=== an_encoder_err_inj_flat ===
===== src/rtl/an_encoder_err_inj_if.sv =====
// an_encoder_err_inj_if
// Handshake bundle between an encoder source and the AN-code encoder.
//   in_valid/in_ready : request channel carrying N_in, e1, e2
//   out_valid/out_ready : codeword channel carrying W_out, AN_out, clip, wrap
// master = request producer / codeword consumer, slave = encoder.
interface an_encoder_err_inj_if #(
  parameter int N_BITS = 21,
  parameter int W_BITS = 34,
  parameter int L_BITS = 6
);
  logic                     in_valid;
  logic                     in_ready;
  logic [N_BITS-1:0]        N_in;
  logic signed [L_BITS:0]   e1;
  logic signed [L_BITS:0]   e2;
  logic                     out_valid;
  logic                     out_ready;
  logic [W_BITS-1:0]        W_out;
  logic [W_BITS-1:0]        AN_out;
  logic                     clip;
  logic                     wrap;

  modport master (
    output in_valid, N_in, e1, e2, out_ready,
    input  in_ready, out_valid, W_out, AN_out, clip, wrap
  );

  modport slave (
    input  in_valid, N_in, e1, e2, out_ready,
    output in_ready, out_valid, W_out, AN_out, clip, wrap
  );
endinterface


===== src/rtl/an_encoder_err_inj.sv =====
// an_encoder_err_inj
// Encodes a data word N as W = A*N with a 13-step shift-add multiplier, then
// optionally adds up to two signed errors of +/-2^(|e|-1) before handing the
// codeword to the decoder.
// Ports:
//   clk   : clock
//   rst_n : synchronous active-low reset
//   bus   : an_encoder_err_inj_if.slave (request in, codeword out)
//
// state | meaning
// IDLE  | in_ready high, waiting for a request
// MUL   | one multiplier bit of A per cycle, 13 cycles
// INJ   | apply error contributions, register outputs
// HOLD  | out_valid high, outputs frozen until out_ready
module an_encoder_err_inj #(
  parameter int A      = 6311,
  parameter int A_BITS = 13,
  parameter int N_BITS = 21,
  parameter int W_BITS = 34,
  parameter int L_BITS = 6,
  parameter int L_MAX  = 33
) (
  input logic                clk,
  input logic                rst_n,
  an_encoder_err_inj_if.slave bus
);

  // Signed sum needs two extra bits: range is -2^33 .. 2^34 + 2^33.
  localparam int S_BITS = W_BITS + 2;
  localparam int C_BITS = $clog2(A_BITS);
  localparam logic [A_BITS-1:0] A_VEC   = A_BITS'(A);
  localparam logic [L_BITS:0]   L_MAX_V = (L_BITS+1)'(L_MAX);
  localparam logic [C_BITS-1:0] CNT_END = C_BITS'(A_BITS - 1);

  typedef enum logic [1:0] {IDLE, MUL, INJ, HOLD} state_t;

  state_t                   state;
  logic [C_BITS-1:0]        cnt;
  logic [W_BITS-1:0]        acc;
  logic [W_BITS-1:0]        n_q;
  logic signed [L_BITS:0]   e1_q;
  logic signed [L_BITS:0]   e2_q;
  logic signed [S_BITS-1:0] inj_sum;
  logic                     inj_clip;

  // |e| as an unsigned value; -64 maps to 64 so it falls into the clip range.
  function automatic logic [L_BITS:0] loc_mag(input logic signed [L_BITS:0] e);
    logic [L_BITS:0] u;
    u = e;
    return u[L_BITS] ? (~u + 1'b1) : u;
  endfunction

  function automatic logic loc_clip(input logic signed [L_BITS:0] e);
    return loc_mag(e) > L_MAX_V;
  endfunction

  function automatic logic signed [S_BITS-1:0] loc_contrib(input logic signed [L_BITS:0] e);
    logic [L_BITS:0]          mag;
    logic signed [S_BITS-1:0] pow;
    mag = loc_mag(e);
    if (mag == '0 || mag > L_MAX_V) return '0;
    pow = S_BITS'(1) << (mag - 1'b1);
    return e[L_BITS] ? -pow : pow;
  endfunction

  assign inj_sum  = $signed({2'b00, acc}) + loc_contrib(e1_q) + loc_contrib(e2_q);
  assign inj_clip = loc_clip(e1_q) | loc_clip(e2_q);

  always_ff @(posedge clk) begin
    if (!rst_n) begin
      state         <= IDLE;
      cnt           <= '0;
      acc           <= '0;
      n_q           <= '0;
      e1_q          <= '0;
      e2_q          <= '0;
      bus.in_ready  <= 1'b1;
      bus.out_valid <= 1'b0;
      bus.W_out     <= '0;
      bus.AN_out    <= '0;
      bus.clip      <= 1'b0;
      bus.wrap      <= 1'b0;
    end else begin
      case (state)
        IDLE: begin
          if (bus.in_valid && bus.in_ready) begin
            n_q          <= W_BITS'(bus.N_in);
            e1_q         <= bus.e1;
            e2_q         <= bus.e2;
            acc          <= '0;
            cnt          <= '0;
            bus.clip     <= 1'b0;
            bus.wrap     <= 1'b0;
            bus.in_ready <= 1'b0;
            state        <= MUL;
          end
        end
        MUL: begin
          if (A_VEC[cnt]) acc <= acc + (n_q << cnt);
          cnt <= cnt + 1'b1;
          if (cnt == CNT_END) state <= INJ;
        end
        INJ: begin
          bus.W_out     <= inj_sum[W_BITS-1:0];
          bus.wrap      <= |inj_sum[S_BITS-1:W_BITS];
          bus.clip      <= inj_clip;
          bus.AN_out    <= acc;
          bus.out_valid <= 1'b1;
          state         <= HOLD;
        end
        HOLD: begin
          if (bus.out_valid && bus.out_ready) begin
            bus.out_valid <= 1'b0;
            bus.in_ready  <= 1'b1;
            state         <= IDLE;
          end
        end
        default: state <= IDLE;
      endcase
    end
  end

endmodule


===== src/flat_wrapper.sv =====
// flat-port wrapper written by rule: the top's interface ports become plain ports
module an_encoder_err_inj_flat 
#(
  parameter int A      = 6311,
  parameter int A_BITS = 13,
  parameter int N_BITS = 21,
  parameter int W_BITS = 34,
  parameter int L_BITS = 6,
  parameter int L_MAX  = 33
)
  (clk, rst_n, bus_in_valid, bus_N_in, bus_e1, bus_e2, bus_out_ready, bus_in_ready, bus_out_valid, bus_W_out, bus_AN_out, bus_clip, bus_wrap);
  an_encoder_err_inj_if #(.N_BITS(N_BITS), .W_BITS(W_BITS), .L_BITS(L_BITS)) bus_i ();
  input logic clk;
  input logic rst_n;
  input wire logic [$bits(bus_i.in_valid)-1:0] bus_in_valid;
  input wire logic [$bits(bus_i.N_in)-1:0] bus_N_in;
  input wire logic [$bits(bus_i.e1)-1:0] bus_e1;
  input wire logic [$bits(bus_i.e2)-1:0] bus_e2;
  input wire logic [$bits(bus_i.out_ready)-1:0] bus_out_ready;
  output wire logic [$bits(bus_i.in_ready)-1:0] bus_in_ready;
  output wire logic [$bits(bus_i.out_valid)-1:0] bus_out_valid;
  output wire logic [$bits(bus_i.W_out)-1:0] bus_W_out;
  output wire logic [$bits(bus_i.AN_out)-1:0] bus_AN_out;
  output wire logic [$bits(bus_i.clip)-1:0] bus_clip;
  output wire logic [$bits(bus_i.wrap)-1:0] bus_wrap;
  assign bus_i.in_valid = bus_in_valid;
  assign bus_i.N_in = bus_N_in;
  assign bus_i.e1 = bus_e1;
  assign bus_i.e2 = bus_e2;
  assign bus_i.out_ready = bus_out_ready;
  assign bus_in_ready = bus_i.in_ready;
  assign bus_out_valid = bus_i.out_valid;
  assign bus_W_out = bus_i.W_out;
  assign bus_AN_out = bus_i.AN_out;
  assign bus_clip = bus_i.clip;
  assign bus_wrap = bus_i.wrap;
  an_encoder_err_inj #(.A(A), .A_BITS(A_BITS), .N_BITS(N_BITS), .W_BITS(W_BITS), .L_BITS(L_BITS), .L_MAX(L_MAX)) u_core (.clk(clk), .rst_n(rst_n), .bus(bus_i));
endmodule

===== config.mk =====
export PLATFORM = sky130hd
export DESIGN_NAME = an_encoder_err_inj_flat
export DESIGN_NICKNAME = d
export VERILOG_FILES = /design/src/rtl/an_encoder_err_inj_if.sv /design/src/rtl/an_encoder_err_inj.sv /design/src/flat_wrapper.sv
export SDC_FILE = /design/constraint.sdc
export NUM_CORES = 1
export LEC_CHECK = 0
export CAP_MARGIN = 20
export CORE_ASPECT_RATIO = 1.75
export CORE_MARGIN = 2
export CORE_UTILIZATION = 55
export CTS_CLUSTER_DIAMETER = 150
export DETAILED_ROUTE_END_ITERATION = 16
export PLACE_DENSITY = 0.74
export RECOVER_POWER = 50
export SLEW_MARGIN = 40
export SYNTH_ARGS = -nofsm -noshare
export SYNTH_HDL_FRONTEND = slang
export SYNTH_SLANG_ARGS = --single-unit

===== constraint.sdc =====
create_clock -name clk -period 12.8 [get_ports clk]
set_input_delay 2.56 -clock clk [delete_from_list [all_inputs] [get_ports clk]]
set_output_delay 2.56 -clock clk [all_outputs]
set_load 0.02 [all_outputs]

=== l1_l2_arbiter ===
## src/rtl/lc3b_types.sv

```systemverilog
// Shared LC-3b memory-hierarchy types used by the L1/L2 arbiter.
package lc3b_types;

    // Byte-offset bits inside one L2 line; bit (L2_OFFSET_BITS-1) picks the half.
    localparam int L2_OFFSET_BITS = 5;

    typedef enum logic [1:0] {
        IDLE   = 2'd0,
        D_BUSY = 2'd1,
        I_BUSY = 2'd2,
        RESP   = 2'd3
    } lc3b_arb_state;

    typedef logic [1:0] lc3b_l2_wmask;

    // Half-line write enable for an L1 line landing in the upper or lower L2 half.
    function automatic lc3b_l2_wmask half_mask(input logic upper);
        return upper ? 2'b10 : 2'b01;
    endfunction

endpackage

```

## src/rtl/l1_l2_arbiter_line_buffer.sv

```systemverilog
// l2_line_buffer: one-entry cache of the last L2 read line (tag, valid, data).
// Only present when L1L2_LINE_BUFFER_EN is defined; otherwise this file is empty.
`ifdef L1L2_LINE_BUFFER_EN
module l2_line_buffer
    import lc3b_types::*;
#(
    parameter int TAG_W     = 11,
    parameter int L1_LINE_W = 128,
    parameter int L2_LINE_W = 256
) (
    input  logic                 clk,
    input  logic                 reset_n,
    input  logic                 fill_en,
    input  logic [TAG_W-1:0]     fill_tag,
    input  logic [L2_LINE_W-1:0] fill_data,
    input  logic                 wr_en,
    input  logic [TAG_W-1:0]     wr_tag,
    input  logic                 wr_upper,
    input  logic [L1_LINE_W-1:0] wr_data,
    input  logic [TAG_W-1:0]     lookup_tag,
    input  logic                 lookup_upper,
    output logic                 hit,
    output logic [L1_LINE_W-1:0] hit_data
);
    logic                 valid;
    logic [TAG_W-1:0]     tag;
    logic [L2_LINE_W-1:0] line;

    // Entry update: a completed L2 read replaces the entry; a D write to the
    // buffered line patches the addressed half so the entry never goes stale.
    always_ff @(posedge clk or negedge reset_n) begin
        if (!reset_n) begin
            valid <= 1'b0;
            tag   <= '0;
            line  <= '0;
        end else if (fill_en) begin
            valid <= 1'b1;
            tag   <= fill_tag;
            line  <= fill_data;
        end else if (wr_en && valid && (wr_tag == tag)) begin
            if (wr_upper)
                line[L2_LINE_W-1:L1_LINE_W] <= wr_data;
            else
                line[L1_LINE_W-1:0] <= wr_data;
        end
    end

    assign hit      = valid && (lookup_tag == tag);
    assign hit_data = lookup_upper ? line[L2_LINE_W-1:L1_LINE_W] : line[L1_LINE_W-1:0];

endmodule
`endif

```

## src/rtl/l1_l2_arbiter.sv

```systemverilog
// l1_l2_arbiter: serves 128-bit I-cache and D-cache line requests from a
// 256-bit L2, D-cache first. Defining L1L2_LINE_BUFFER_EN adds a one-entry
// line buffer that answers repeat reads without an L2 access.
module l1_l2_arbiter
    import lc3b_types::*;
#(
    parameter int ADDR_W    = 16,
    parameter int L1_LINE_W = 128,
    parameter int L2_LINE_W = 256
) (
    input  logic                 clk,
    input  logic                 reset_n,
    input  logic                 ic_read,
    input  logic [ADDR_W-1:0]    ic_address,
    output logic [L1_LINE_W-1:0] ic_rdata,
    output logic                 ic_resp,
    input  logic                 dc_read,
    input  logic                 dc_write,
    input  logic [ADDR_W-1:0]    dc_address,
    input  logic [L1_LINE_W-1:0] dc_wdata,
    output logic [L1_LINE_W-1:0] dc_rdata,
    output logic                 dc_resp,
    output logic                 l2_read,
    output logic                 l2_write,
    output logic [ADDR_W-1:0]    l2_address,
    output logic [L2_LINE_W-1:0] l2_wdata,
    output logic [1:0]           l2_wmask,
    input  logic [L2_LINE_W-1:0] l2_rdata,
    input  logic                 l2_resp
);
    localparam int TAG_W    = ADDR_W - L2_OFFSET_BITS;
    localparam int HALF_BIT = L2_OFFSET_BITS - 1;

    lc3b_arb_state        state, next_state;
    logic [ADDR_W-1:0]    addr_q;
    logic [L1_LINE_W-1:0] wdata_q;
    logic                 owner_d;
    logic                 d_req, req_any, req_write, in_busy;
    logic [ADDR_W-1:0]    req_addr;
    logic                 buf_hit;
    logic [L1_LINE_W-1:0] buf_half, l2_half;
    logic                 unused_addr_bits;

    assign d_req     = dc_read | dc_write;
    assign req_any   = d_req | ic_read;
    // Both D strobes high is a protocol error; the write wins.
    assign req_write = d_req & dc_write;
    assign req_addr  = d_req ? dc_address : ic_address;
    assign in_busy   = (state == D_BUSY) || (state == I_BUSY);
    assign l2_half   = addr_q[HALF_BIT] ? l2_rdata[L2_LINE_W-1:L1_LINE_W]
                                        : l2_rdata[L1_LINE_W-1:0];

`ifdef L1L2_LINE_BUFFER_EN
    logic raw_hit;

    l2_line_buffer #(
        .TAG_W     (TAG_W),
        .L1_LINE_W (L1_LINE_W),
        .L2_LINE_W (L2_LINE_W)
    ) u_line_buffer (
        .clk          (clk),
        .reset_n      (reset_n),
        .fill_en      (in_busy && l2_resp && l2_read),
        .fill_tag     (addr_q[ADDR_W-1:L2_OFFSET_BITS]),
        .fill_data    (l2_rdata),
        .wr_en        ((state == IDLE) && req_write),
        .wr_tag       (dc_address[ADDR_W-1:L2_OFFSET_BITS]),
        .wr_upper     (dc_address[HALF_BIT]),
        .wr_data      (dc_wdata),
        .lookup_tag   (req_addr[ADDR_W-1:L2_OFFSET_BITS]),
        .lookup_upper (req_addr[HALF_BIT]),
        .hit          (raw_hit),
        .hit_data     (buf_half)
    );

    assign buf_hit = (state == IDLE) && req_any && !req_write && raw_hit;
`else
    assign buf_hit  = 1'b0;
    assign buf_half = '0;
`endif

    // State register.
    always_ff @(posedge clk or negedge reset_n) begin
        if (!reset_n)
            state <= IDLE;
        else
            state <= next_state;
    end

    // Next state: grant in IDLE (buffer hits skip L2), wait for L2, one resp cycle.
    always_comb begin
        next_state = state;
        unique case (state)
            IDLE: begin
                if (req_any)
                    next_state = buf_hit ? RESP : (d_req ? D_BUSY : I_BUSY);
            end
            D_BUSY, I_BUSY: begin
                if (l2_resp)
                    next_state = RESP;
            end
            RESP:    next_state = IDLE;
            default: next_state = IDLE;
        endcase
    end

    // Request latch at grant, registered L2 strobes, and read-data capture.
    always_ff @(posedge clk or negedge reset_n) begin
        if (!reset_n) begin
            addr_q   <= '0;
            wdata_q  <= '0;
            owner_d  <= 1'b0;
            l2_read  <= 1'b0;
            l2_write <= 1'b0;
            ic_rdata <= '0;
            dc_rdata <= '0;
        end else if ((state == IDLE) && req_any) begin
            addr_q   <= req_addr;
            owner_d  <= d_req;
            l2_read  <= !buf_hit && !req_write;
            l2_write <= req_write;
            if (d_req)
                wdata_q <= dc_wdata;
            if (buf_hit) begin
                if (d_req)
                    dc_rdata <= buf_half;
                else
                    ic_rdata <= buf_half;
            end
        end else if (in_busy && l2_resp) begin
            l2_read  <= 1'b0;
            l2_write <= 1'b0;
            // Writes return no line for the requester; only reads update rdata.
            if (l2_read) begin
                if (owner_d)
                    dc_rdata <= l2_half;
                else
                    ic_rdata <= l2_half;
            end
        end
    end

    assign dc_resp    = (state == RESP) && owner_d;
    assign ic_resp    = (state == RESP) && !owner_d;
    assign l2_address = {addr_q[ADDR_W-1:L2_OFFSET_BITS], {L2_OFFSET_BITS{1'b0}}};
    assign l2_wdata   = {wdata_q, wdata_q};
    assign l2_wmask   = l2_write ? half_mask(addr_q[HALF_BIT]) : 2'b00;

    // Byte offset within a half-line is irrelevant to line transfers.
    assign unused_addr_bits = ^addr_q[HALF_BIT-1:0];

endmodule
```

## config.mk

```make
export PLATFORM = sky130hd
export DESIGN_NAME = l1_l2_arbiter
export DESIGN_NICKNAME = d
export VERILOG_FILES = /design/src/rtl/lc3b_types.sv /design/src/rtl/l1_l2_arbiter_line_buffer.sv /design/src/rtl/l1_l2_arbiter.sv
export SDC_FILE = /design/constraint.sdc
export NUM_CORES = 1
export LEC_CHECK = 0
export CORE_AREA = 2 2 373 375
export DETAILED_ROUTE_END_ITERATION = 10
export DIE_AREA = 0 0 375 377
export SYNTH_ARGS = -nofsm -noshare
export SYNTH_HDL_FRONTEND = slang
export SYNTH_HIERARCHICAL = 1
export SYNTH_SLANG_ARGS = --single-unit
```

## constraint.sdc

```tcl
create_clock -name clk -period 2.43 [get_ports clk]
set_clock_uncertainty 0.15 [all_clocks]
set_input_delay 0.243 -clock clk [delete_from_list [all_inputs] [get_ports clk]]
set_output_delay 0.243 -clock clk [all_outputs]
set_load 0.02 [all_outputs]
```

Fig. 1: l1_l2_arbiter, signal wires by layer
Scale: 1 px per um.
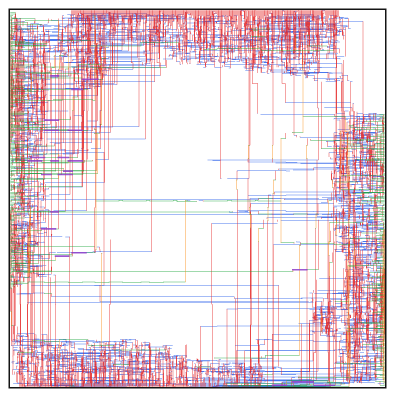
[met1] blue | wire length: 32.3 mm
[met3] green | wire length: 7390 um
[met5] purple | wire length: 281 um
[met4] orange | wire length: 2260 um
[met2] red | wire length: 43.9 mm
Routed WL per cell: 21.9 um
Total GRT Usage: 11.4%
vias: 13100

==> metrics.yaml, l1_l2_arbiter <==
setup_path:
  crit_fanout: 6
  cp_data_required_time_ps: 2760
final_layout:
  final_layout_top_logic_cell: "sky130_fd_sc_hd__clkdlybuf4s50_1"
cts:
  tritoncts.num_buffers: 48
  cts_resized: 3
  cts_tree: "done"
  clk_path_buf_depth: 3
min_path:
  timing.hold.worst.class: "in -> reg"
logic_synthesis:
  biggest_area_consumer_among_synthesized_cells: "sky130_fd_sc_hd__dfrtp_1"
  main_logic_family_after_synthesis: "multiplexers"
pwr:
  power_per_cell_area_nw_per_um2: 1390
  share_clk_of_total_power_pct: 17.3
run_status:
  status: "finished, final reports clean"
placed_design:
  dp_slack_ps: -125
sta:
  fmax_mhz: 431
global_routing:
  globalRouteMet2Util_pct: 20.3
## l1_l2_arbiter: power by group through the flow
stage	clock [mW]	sequential, mW	combinational [mW]
6_report	7.43	12.4	23.1
5_1_grt	7.97	12.8	24.1
3_5_place_dp	0	12.5	23.2
3_3_place_gp	0	12.4	23.1
4_1_cts	7.72	12.5	23.3
2_1_floorplan	0	15.6	8.53
## l1_l2_arbiter: path summary, 6_finish.rpt
kind / startpoint / to / slack, ps / depth (start not counted)
min in group asynchronous: reset_n / ic_rdata[94] / 540 / 3
min: dc_wdata[111] / wdata_q[111] / 90 / 2
max in group asynchronous: reset_n / ic_rdata[39] / 490 / 4
max: state[0] / ic_rdata[38] / 110 / 8
min reg2reg: ic_rdata[100] / ic_rdata[100] / 330 / 1
max reg2reg: state[0] / ic_rdata[38] / 110 / 8
## l1_l2_arbiter: cell type report
class	instances	area share, %
well taps	1794	7.28
flip-flops and latches	401	32.6
repair buffers	1049	34.5
inverters	2	0.0244
diodes	9	0.0731
multi-input cells	583	20.3
clock buffers	75	4.59
clock inverters	12	0.589
Fig. 2: an_encoder_err_inj_flat, clock nets
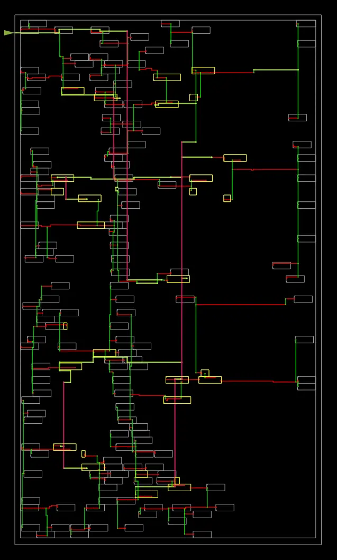
Seq cells: 148
clock buffer instance count of the final layout: 21
power of the clock network: 0.528 mW

==> metrics.yaml, an_encoder_err_inj_flat <==
run_status:
  status: "finished, violations left"
  failed_checks: "capacitance limit, slew limit"
route:
  routed_metal_1_wire_length_um: 16800
  vias_per_cell: 6.34
  drt_drc_violations_left: 0
placed_design:
  port_buffer_cells: 110
run:
  cap_viol_max_count: 2
pwr:
  top_power_group: "combinational cells"
setup_path:
  rr_startpoint: "u_core.e2_q[0]"
  critPathBufInv: 4
sta:
  number_of_pins_exceeding_their_max_slew_limit_in_the_final_report: 127
logic_synthesis:
  aoi_share_pct: 26.3
  xor_area_share_pct: 4.81
  synth_warnings: 0
cts:
  ctsHtreeMaxLevel: 4
  clock-sinks: 148
final_layout:
  mostFrequentLayoutCells: "229 x sky130_fd_sc_hd__nand2_1, 218 x sky130_fd_sc_hd__nor2_1, 168 x sky130_fd_sc_hd__a21oi_1, 147 x sky130_fd_sc_hd__dfxtp_1, 110 x sky130_fd_sc_hd__inv_1"
## an_encoder_err_inj_flat: through the flow
step / setup WS, ps / utilization [%] / instance area (um^2) / hold WS [ps]
6_report: 4530 / 62.9 / 15700 / 454
5_1_grt: 3930 / 62.9 / 15700 / 488
4_1_cts: 5180 / 62.9 / 15700 / 460
3_5_place_dp: 5260 / 60.5 / 15200 / 449
3_3_place_gp: 5400 / 60.4 / 15100 / 447
2_1_floorplan: 6670 / - / 13900 / 441
## an_encoder_err_inj_flat: final cells by class
type | count | area, um^2
fillers | 2360 | 9310
clock inverters | 8 | 128
well taps | 316 | 395
clock buffers | 21 | 460
inverters | 113 | 425
repair buffers | 131 | 1250
flip-flops and latches | 148 | 2960
multi-input cells | 1526 | 10100
## an_encoder_err_inj_flat: flip-flops by register name (all words and copies together), names as in the netlist, named ones only
register / flops
u_core.bus.AN_out: 34
u_core.n_q: 21
u_core.state: 2
u_core.bus.wrap: 1
u_core.acc: 34
u_core.bus.in_ready: 1
u_core.bus.clip: 1
u_core.cnt: 4
u_core.bus.out_valid: 1
u_core.e1_q: 7
u_core.e2_q: 7
u_core.bus.W_out: 34

==> notes/layouts.md <==
Pictures saved along the way, in no particular order.

M2 wires.
shot_01.png
Scale: 1.5 px per um.
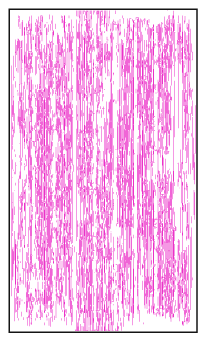
shot_02.png
Scale: 1 px per um.
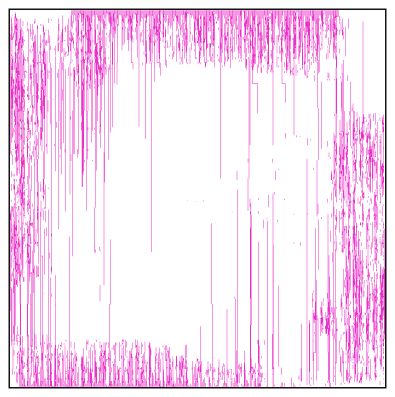
shot_02.png is l1_l2_arbiter.
shot_01.png is an_encoder_err_inj_flat.

Key to shot_01.png:
main direction: vertical
share of all routed wire: 52%
wire length on this layer: 25.2 mm


=== encoder_quad_gen_flat ===
[src/rtl/encoder_quad_gen_if.sv]
// Step-command and quadrature-output bundle of the rotary encoder emulator.
// The master side issues step commands; the slave side is the generator.
interface encoder_quad_gen_if #(
    parameter int POS_W = 8
);
    logic             step_valid;
    logic             step_dir;
    logic             step_ready;
    logic             A;
    logic             B;
    logic             busy;
    logic             done;
    logic [POS_W-1:0] pos;

    modport master (
        output step_valid, step_dir,
        input  step_ready, A, B, busy, done, pos
    );

    modport slave (
        input  step_valid, step_dir,
        output step_ready, A, B, busy, done, pos
    );
endinterface

[src/rtl/encoder_quad_gen.sv]
// Emits one full A/B quadrature cycle per accepted step, emulating an EC11 detent,
// followed by an optional rest gap; tracks the resulting detent position.
module encoder_quad_gen #(
    parameter int PHASE_TICKS = 150_000,
    parameter int GAP_TICKS   = 150_000,
    parameter int POS_W       = 8
) (
    input  logic               clk,
    input  logic               rst,
    encoder_quad_gen_if.slave  bus
);
    localparam int MAX_TICKS = (PHASE_TICKS > GAP_TICKS) ? PHASE_TICKS : GAP_TICKS;
    localparam int TW        = (MAX_TICKS < 2) ? 1 : $clog2(MAX_TICKS + 1);
    localparam logic [TW-1:0] P_LAST = TW'(PHASE_TICKS - 1);
    localparam logic [TW-1:0] G_LAST = TW'(GAP_TICKS - 1);

    typedef enum logic [2:0] {IDLE, PH1, PH2, PH3, GAP} state_t;

    state_t             state_q, state_d;
    logic [TW-1:0]      timer_q, timer_d;
    logic               a_q, a_d;
    logic               b_q, b_d;
    logic               dir_q, dir_d;
    logic               done_q, done_d;
    logic [POS_W-1:0]   pos_q, pos_d;
    logic [POS_W-1:0]   pos_step_s;

    // Position after the step in flight completes; only committed on the edge entering IDLE.
    assign pos_step_s = dir_q ? (pos_q + POS_W'(1)) : (pos_q - POS_W'(1));

    // Next-state, phase timer and A/B pattern for each detent phase.
    always_comb begin
        state_d = state_q;
        timer_d = timer_q + TW'(1);
        a_d     = a_q;
        b_d     = b_q;
        dir_d   = dir_q;
        done_d  = 1'b0;
        pos_d   = pos_q;
        case (state_q)
            IDLE: begin
                timer_d = '0;
                if (bus.step_valid) begin
                    state_d = PH1;
                    dir_d   = bus.step_dir;
                    a_d     = ~bus.step_dir;
                    b_d     = bus.step_dir;
                end else begin
                    state_d = IDLE;
                end
            end
            PH1: begin
                if (timer_q == P_LAST) begin
                    state_d = PH2;
                    timer_d = '0;
                    a_d     = 1'b0;
                    b_d     = 1'b0;
                end else begin
                    state_d = PH1;
                end
            end
            PH2: begin
                if (timer_q == P_LAST) begin
                    state_d = PH3;
                    timer_d = '0;
                    a_d     = dir_q;
                    b_d     = ~dir_q;
                end else begin
                    state_d = PH2;
                end
            end
            PH3: begin
                if (timer_q == P_LAST) begin
                    timer_d = '0;
                    a_d     = 1'b1;
                    b_d     = 1'b1;
                    // A zero-length gap returns straight to IDLE and completes here.
                    if (GAP_TICKS == 0) begin
                        state_d = IDLE;
                        done_d  = 1'b1;
                        pos_d   = pos_step_s;
                    end else begin
                        state_d = GAP;
                    end
                end else begin
                    state_d = PH3;
                end
            end
            GAP: begin
                if (timer_q == G_LAST) begin
                    state_d = IDLE;
                    timer_d = '0;
                    done_d  = 1'b1;
                    pos_d   = pos_step_s;
                end else begin
                    state_d = GAP;
                end
            end
            default: begin
                state_d = IDLE;
                timer_d = '0;
                a_d     = 1'b1;
                b_d     = 1'b1;
            end
        endcase
    end

    // State, timer and output flops; reset parks the outputs at rest immediately.
    always_ff @(posedge clk or posedge rst) begin
        if (rst) begin
            state_q <= IDLE;
            timer_q <= '0;
            a_q     <= 1'b1;
            b_q     <= 1'b1;
            dir_q   <= 1'b0;
            done_q  <= 1'b0;
            pos_q   <= '0;
        end else begin
            state_q <= state_d;
            timer_q <= timer_d;
            a_q     <= a_d;
            b_q     <= b_d;
            dir_q   <= dir_d;
            done_q  <= done_d;
            pos_q   <= pos_d;
        end
    end

    assign bus.step_ready = (state_q == IDLE) && !rst;
    assign bus.busy       = (state_q != IDLE);
    assign bus.A          = a_q;
    assign bus.B          = b_q;
    assign bus.done       = done_q;
    assign bus.pos        = pos_q;
endmodule

[src/flat_wrapper.sv]
// flat-port wrapper written by rule: the top's interface ports become plain ports
module encoder_quad_gen_flat 
#(
    parameter int PHASE_TICKS = 150_000,
    parameter int GAP_TICKS   = 150_000,
    parameter int POS_W       = 8
)
  (clk, rst, bus_step_valid, bus_step_dir, bus_step_ready, bus_A, bus_B, bus_busy, bus_done, bus_pos);
  encoder_quad_gen_if #(.POS_W(POS_W)) bus_i ();
  input  logic clk;
  input  logic rst;
  input wire logic [$bits(bus_i.step_valid)-1:0] bus_step_valid;
  input wire logic [$bits(bus_i.step_dir)-1:0] bus_step_dir;
  output wire logic [$bits(bus_i.step_ready)-1:0] bus_step_ready;
  output wire logic [$bits(bus_i.A)-1:0] bus_A;
  output wire logic [$bits(bus_i.B)-1:0] bus_B;
  output wire logic [$bits(bus_i.busy)-1:0] bus_busy;
  output wire logic [$bits(bus_i.done)-1:0] bus_done;
  output wire logic [$bits(bus_i.pos)-1:0] bus_pos;
  assign bus_i.step_valid = bus_step_valid;
  assign bus_i.step_dir = bus_step_dir;
  assign bus_step_ready = bus_i.step_ready;
  assign bus_A = bus_i.A;
  assign bus_B = bus_i.B;
  assign bus_busy = bus_i.busy;
  assign bus_done = bus_i.done;
  assign bus_pos = bus_i.pos;
  encoder_quad_gen #(.PHASE_TICKS(PHASE_TICKS), .GAP_TICKS(GAP_TICKS), .POS_W(POS_W)) u_core (.clk(clk), .rst(rst), .bus(bus_i));
endmodule
[config.mk]
export PLATFORM = sky130hd
export DESIGN_NAME = encoder_quad_gen_flat
export DESIGN_NICKNAME = d
export VERILOG_FILES = /design/src/rtl/encoder_quad_gen_if.sv /design/src/rtl/encoder_quad_gen.sv /design/src/flat_wrapper.sv
export SDC_FILE = /design/constraint.sdc
export NUM_CORES = 1
export LEC_CHECK = 0
export ABC_AREA = 0
export CAP_MARGIN = 20
export CORE_UTILIZATION = 40
export DETAILED_ROUTE_END_ITERATION = 10
export PLACE_DENSITY = 0.56
export SLEW_MARGIN = 20
export SYNTH_ARGS = -nofsm -noshare
export SYNTH_HDL_FRONTEND = slang
export SYNTH_SLANG_ARGS = --single-unit
[constraint.sdc]
create_clock -name clk -period 5.35 [get_ports clk]
set_input_delay 1.3375 -clock clk [delete_from_list [all_inputs] [get_ports clk]]
set_output_delay 1.3375 -clock clk [all_outputs]
set_load 0.01 [all_outputs]
Fig. 3: encoder_quad_gen_flat, clock nets
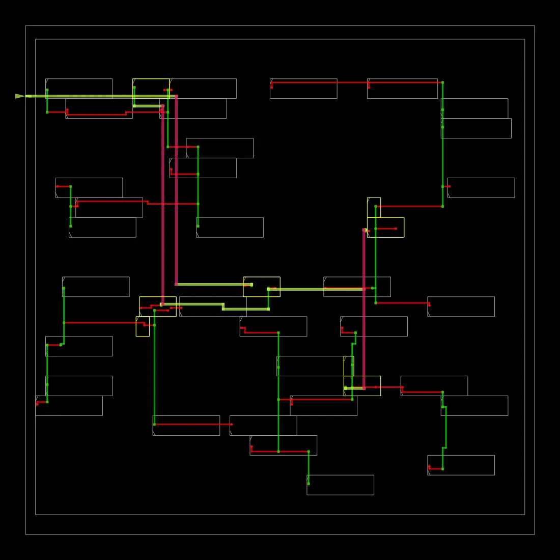
number of clock sinks: 33
clk_skew: 7.76 ps

==> metrics.yaml <==
setup_path:
  regToRegEndpoint: "u_core.bus.pos[6]"
  critical-path-max-stage-delay_ps: 540
  critPathArrivalTime_ps: 2400
  crit_fanout: 2
  cp_top_family: "buffers and inverters"
  cp_data_required_time_ps: 4010
  critical_path.endpoint: "bus_step_ready"
  rr_startpoint: "u_core.dir_q"
  critPathBufInv: 2
sta:
  number_of_pins_exceeding_their_max_slew_limit_in_the_final_report: 0
  timing.final.crit_share_pct: 69.8
  timing.final.crit_period_ps: 3730
  timing.final.ws_setup_ps: 1620
  setup_viol: 0
placed_design:
  port_buffer_cells: 16
  placed_cell_area_um2: 2050
  gpl.final_weighted_congestion: 0.800
final_layout:
  largest_reg_flops: 18
  stdcell_area_um2: 2130
cts:
  clk_path_buf_depth: 2
  ctsHtreeMaxLevel: 2
  post-cts-setup-buffers: 0
route:
  vias: 1315
  vias_per_cell: 5.22
  routed_metal_1_wire_length_um: 1610
  postRouteWirelength_um: 3320
  routed-wl-met2_um: 1550
  firstDrtPassIters: 4
logic_synthesis:
  synth.cell_area_um2: 1840
  synthDistinctLibCells: 45
  synth_warnings: 0
  postSynthRegisterBits: 33
  synthesized_chip_area_reported_by_yosys_um2: 1840
floorplan:
  die_w_um: 69.9
  die_area_um2: 4880
run:
  cap_viol_max_count: 0
global_routing:
  globalRouteTotalUtil_pct: 15.9
  grt_busiest_layer: "met2"
  largest_net_degree_at_the_start_of_global_routing: 34
  globalRouteOverflowTotal: 0
run_status:
  status: "finished, final reports clean"
min_path:
  min-delay-start: "u_core.timer_q[0]"
## power breakdown
part	internal, mW	switching (mW)	total, mW
registers	0.281	0.0389	0.320
logic	0.0451	0.0456	0.0907
clock network	0.0900	0.0900	0.180
total	0.416	0.174	0.591
## Yosys cell counts, drive strengths merged (2+ instances only)
cell,n,area [um^2]
o22ai,2,12.5
nor3,2,10.0
inv,6,22.5
o31ai,2,15.0
dfrtp,31,776
clkbuf,3,11.3
nor4,3,40.0
and3,2,13.8
mux2,5,56.3
mux2i,3,30.0
dfstp,2,52.6
a211oi,2,15.0
or3,2,12.5
xor2,11,96.3
nor2,30,120
buf,2,12.5
xnor2,13,114
nand2,11,41.3
and2,3,18.8
a21oi,8,40.0
nand4,6,52.6
o21ai,3,18.8
a21o,3,22.5
nand2b,2,12.5
ha,7,87.6
nand3,6,35.0
## logic make-up after synthesis
kind of cell	synth area share, %
simple gates	22.6
fa+ha+maj	5.84
compound gates	8.01
xor+xnor	11.4
flops	44.9
mux	4.68
buf+inv	2.51
## cell type report
type	count	area (um^2)
inverters	6	22.5
clock inverters	2	10.0
fillers	397	2250
clock buffers	6	72.6
repair buffers	17	168
multi-input cells	136	968
well taps	52	65.1
flip-flops and latches	33	828


==> layout pictures side by side <==
M3 wires.
(a)
Scale: 1 px per um.
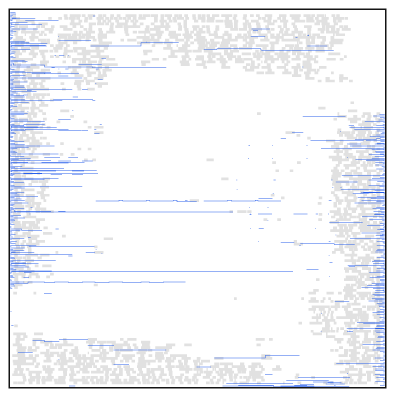
(b)
Scale: 1.5 px per um.
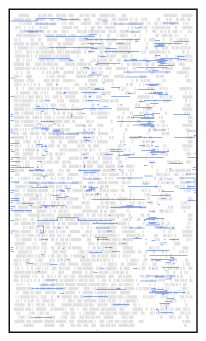
(c)
Scale: 4 px per um.
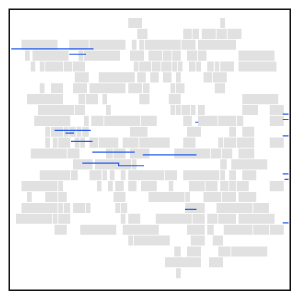
For encoder_quad_gen_flat, see (c).
For an_encoder_err_inj_flat, see (b).
For l1_l2_arbiter, see (a).

Power figures rest on the tool's default switching activity, not on a simulated workload.
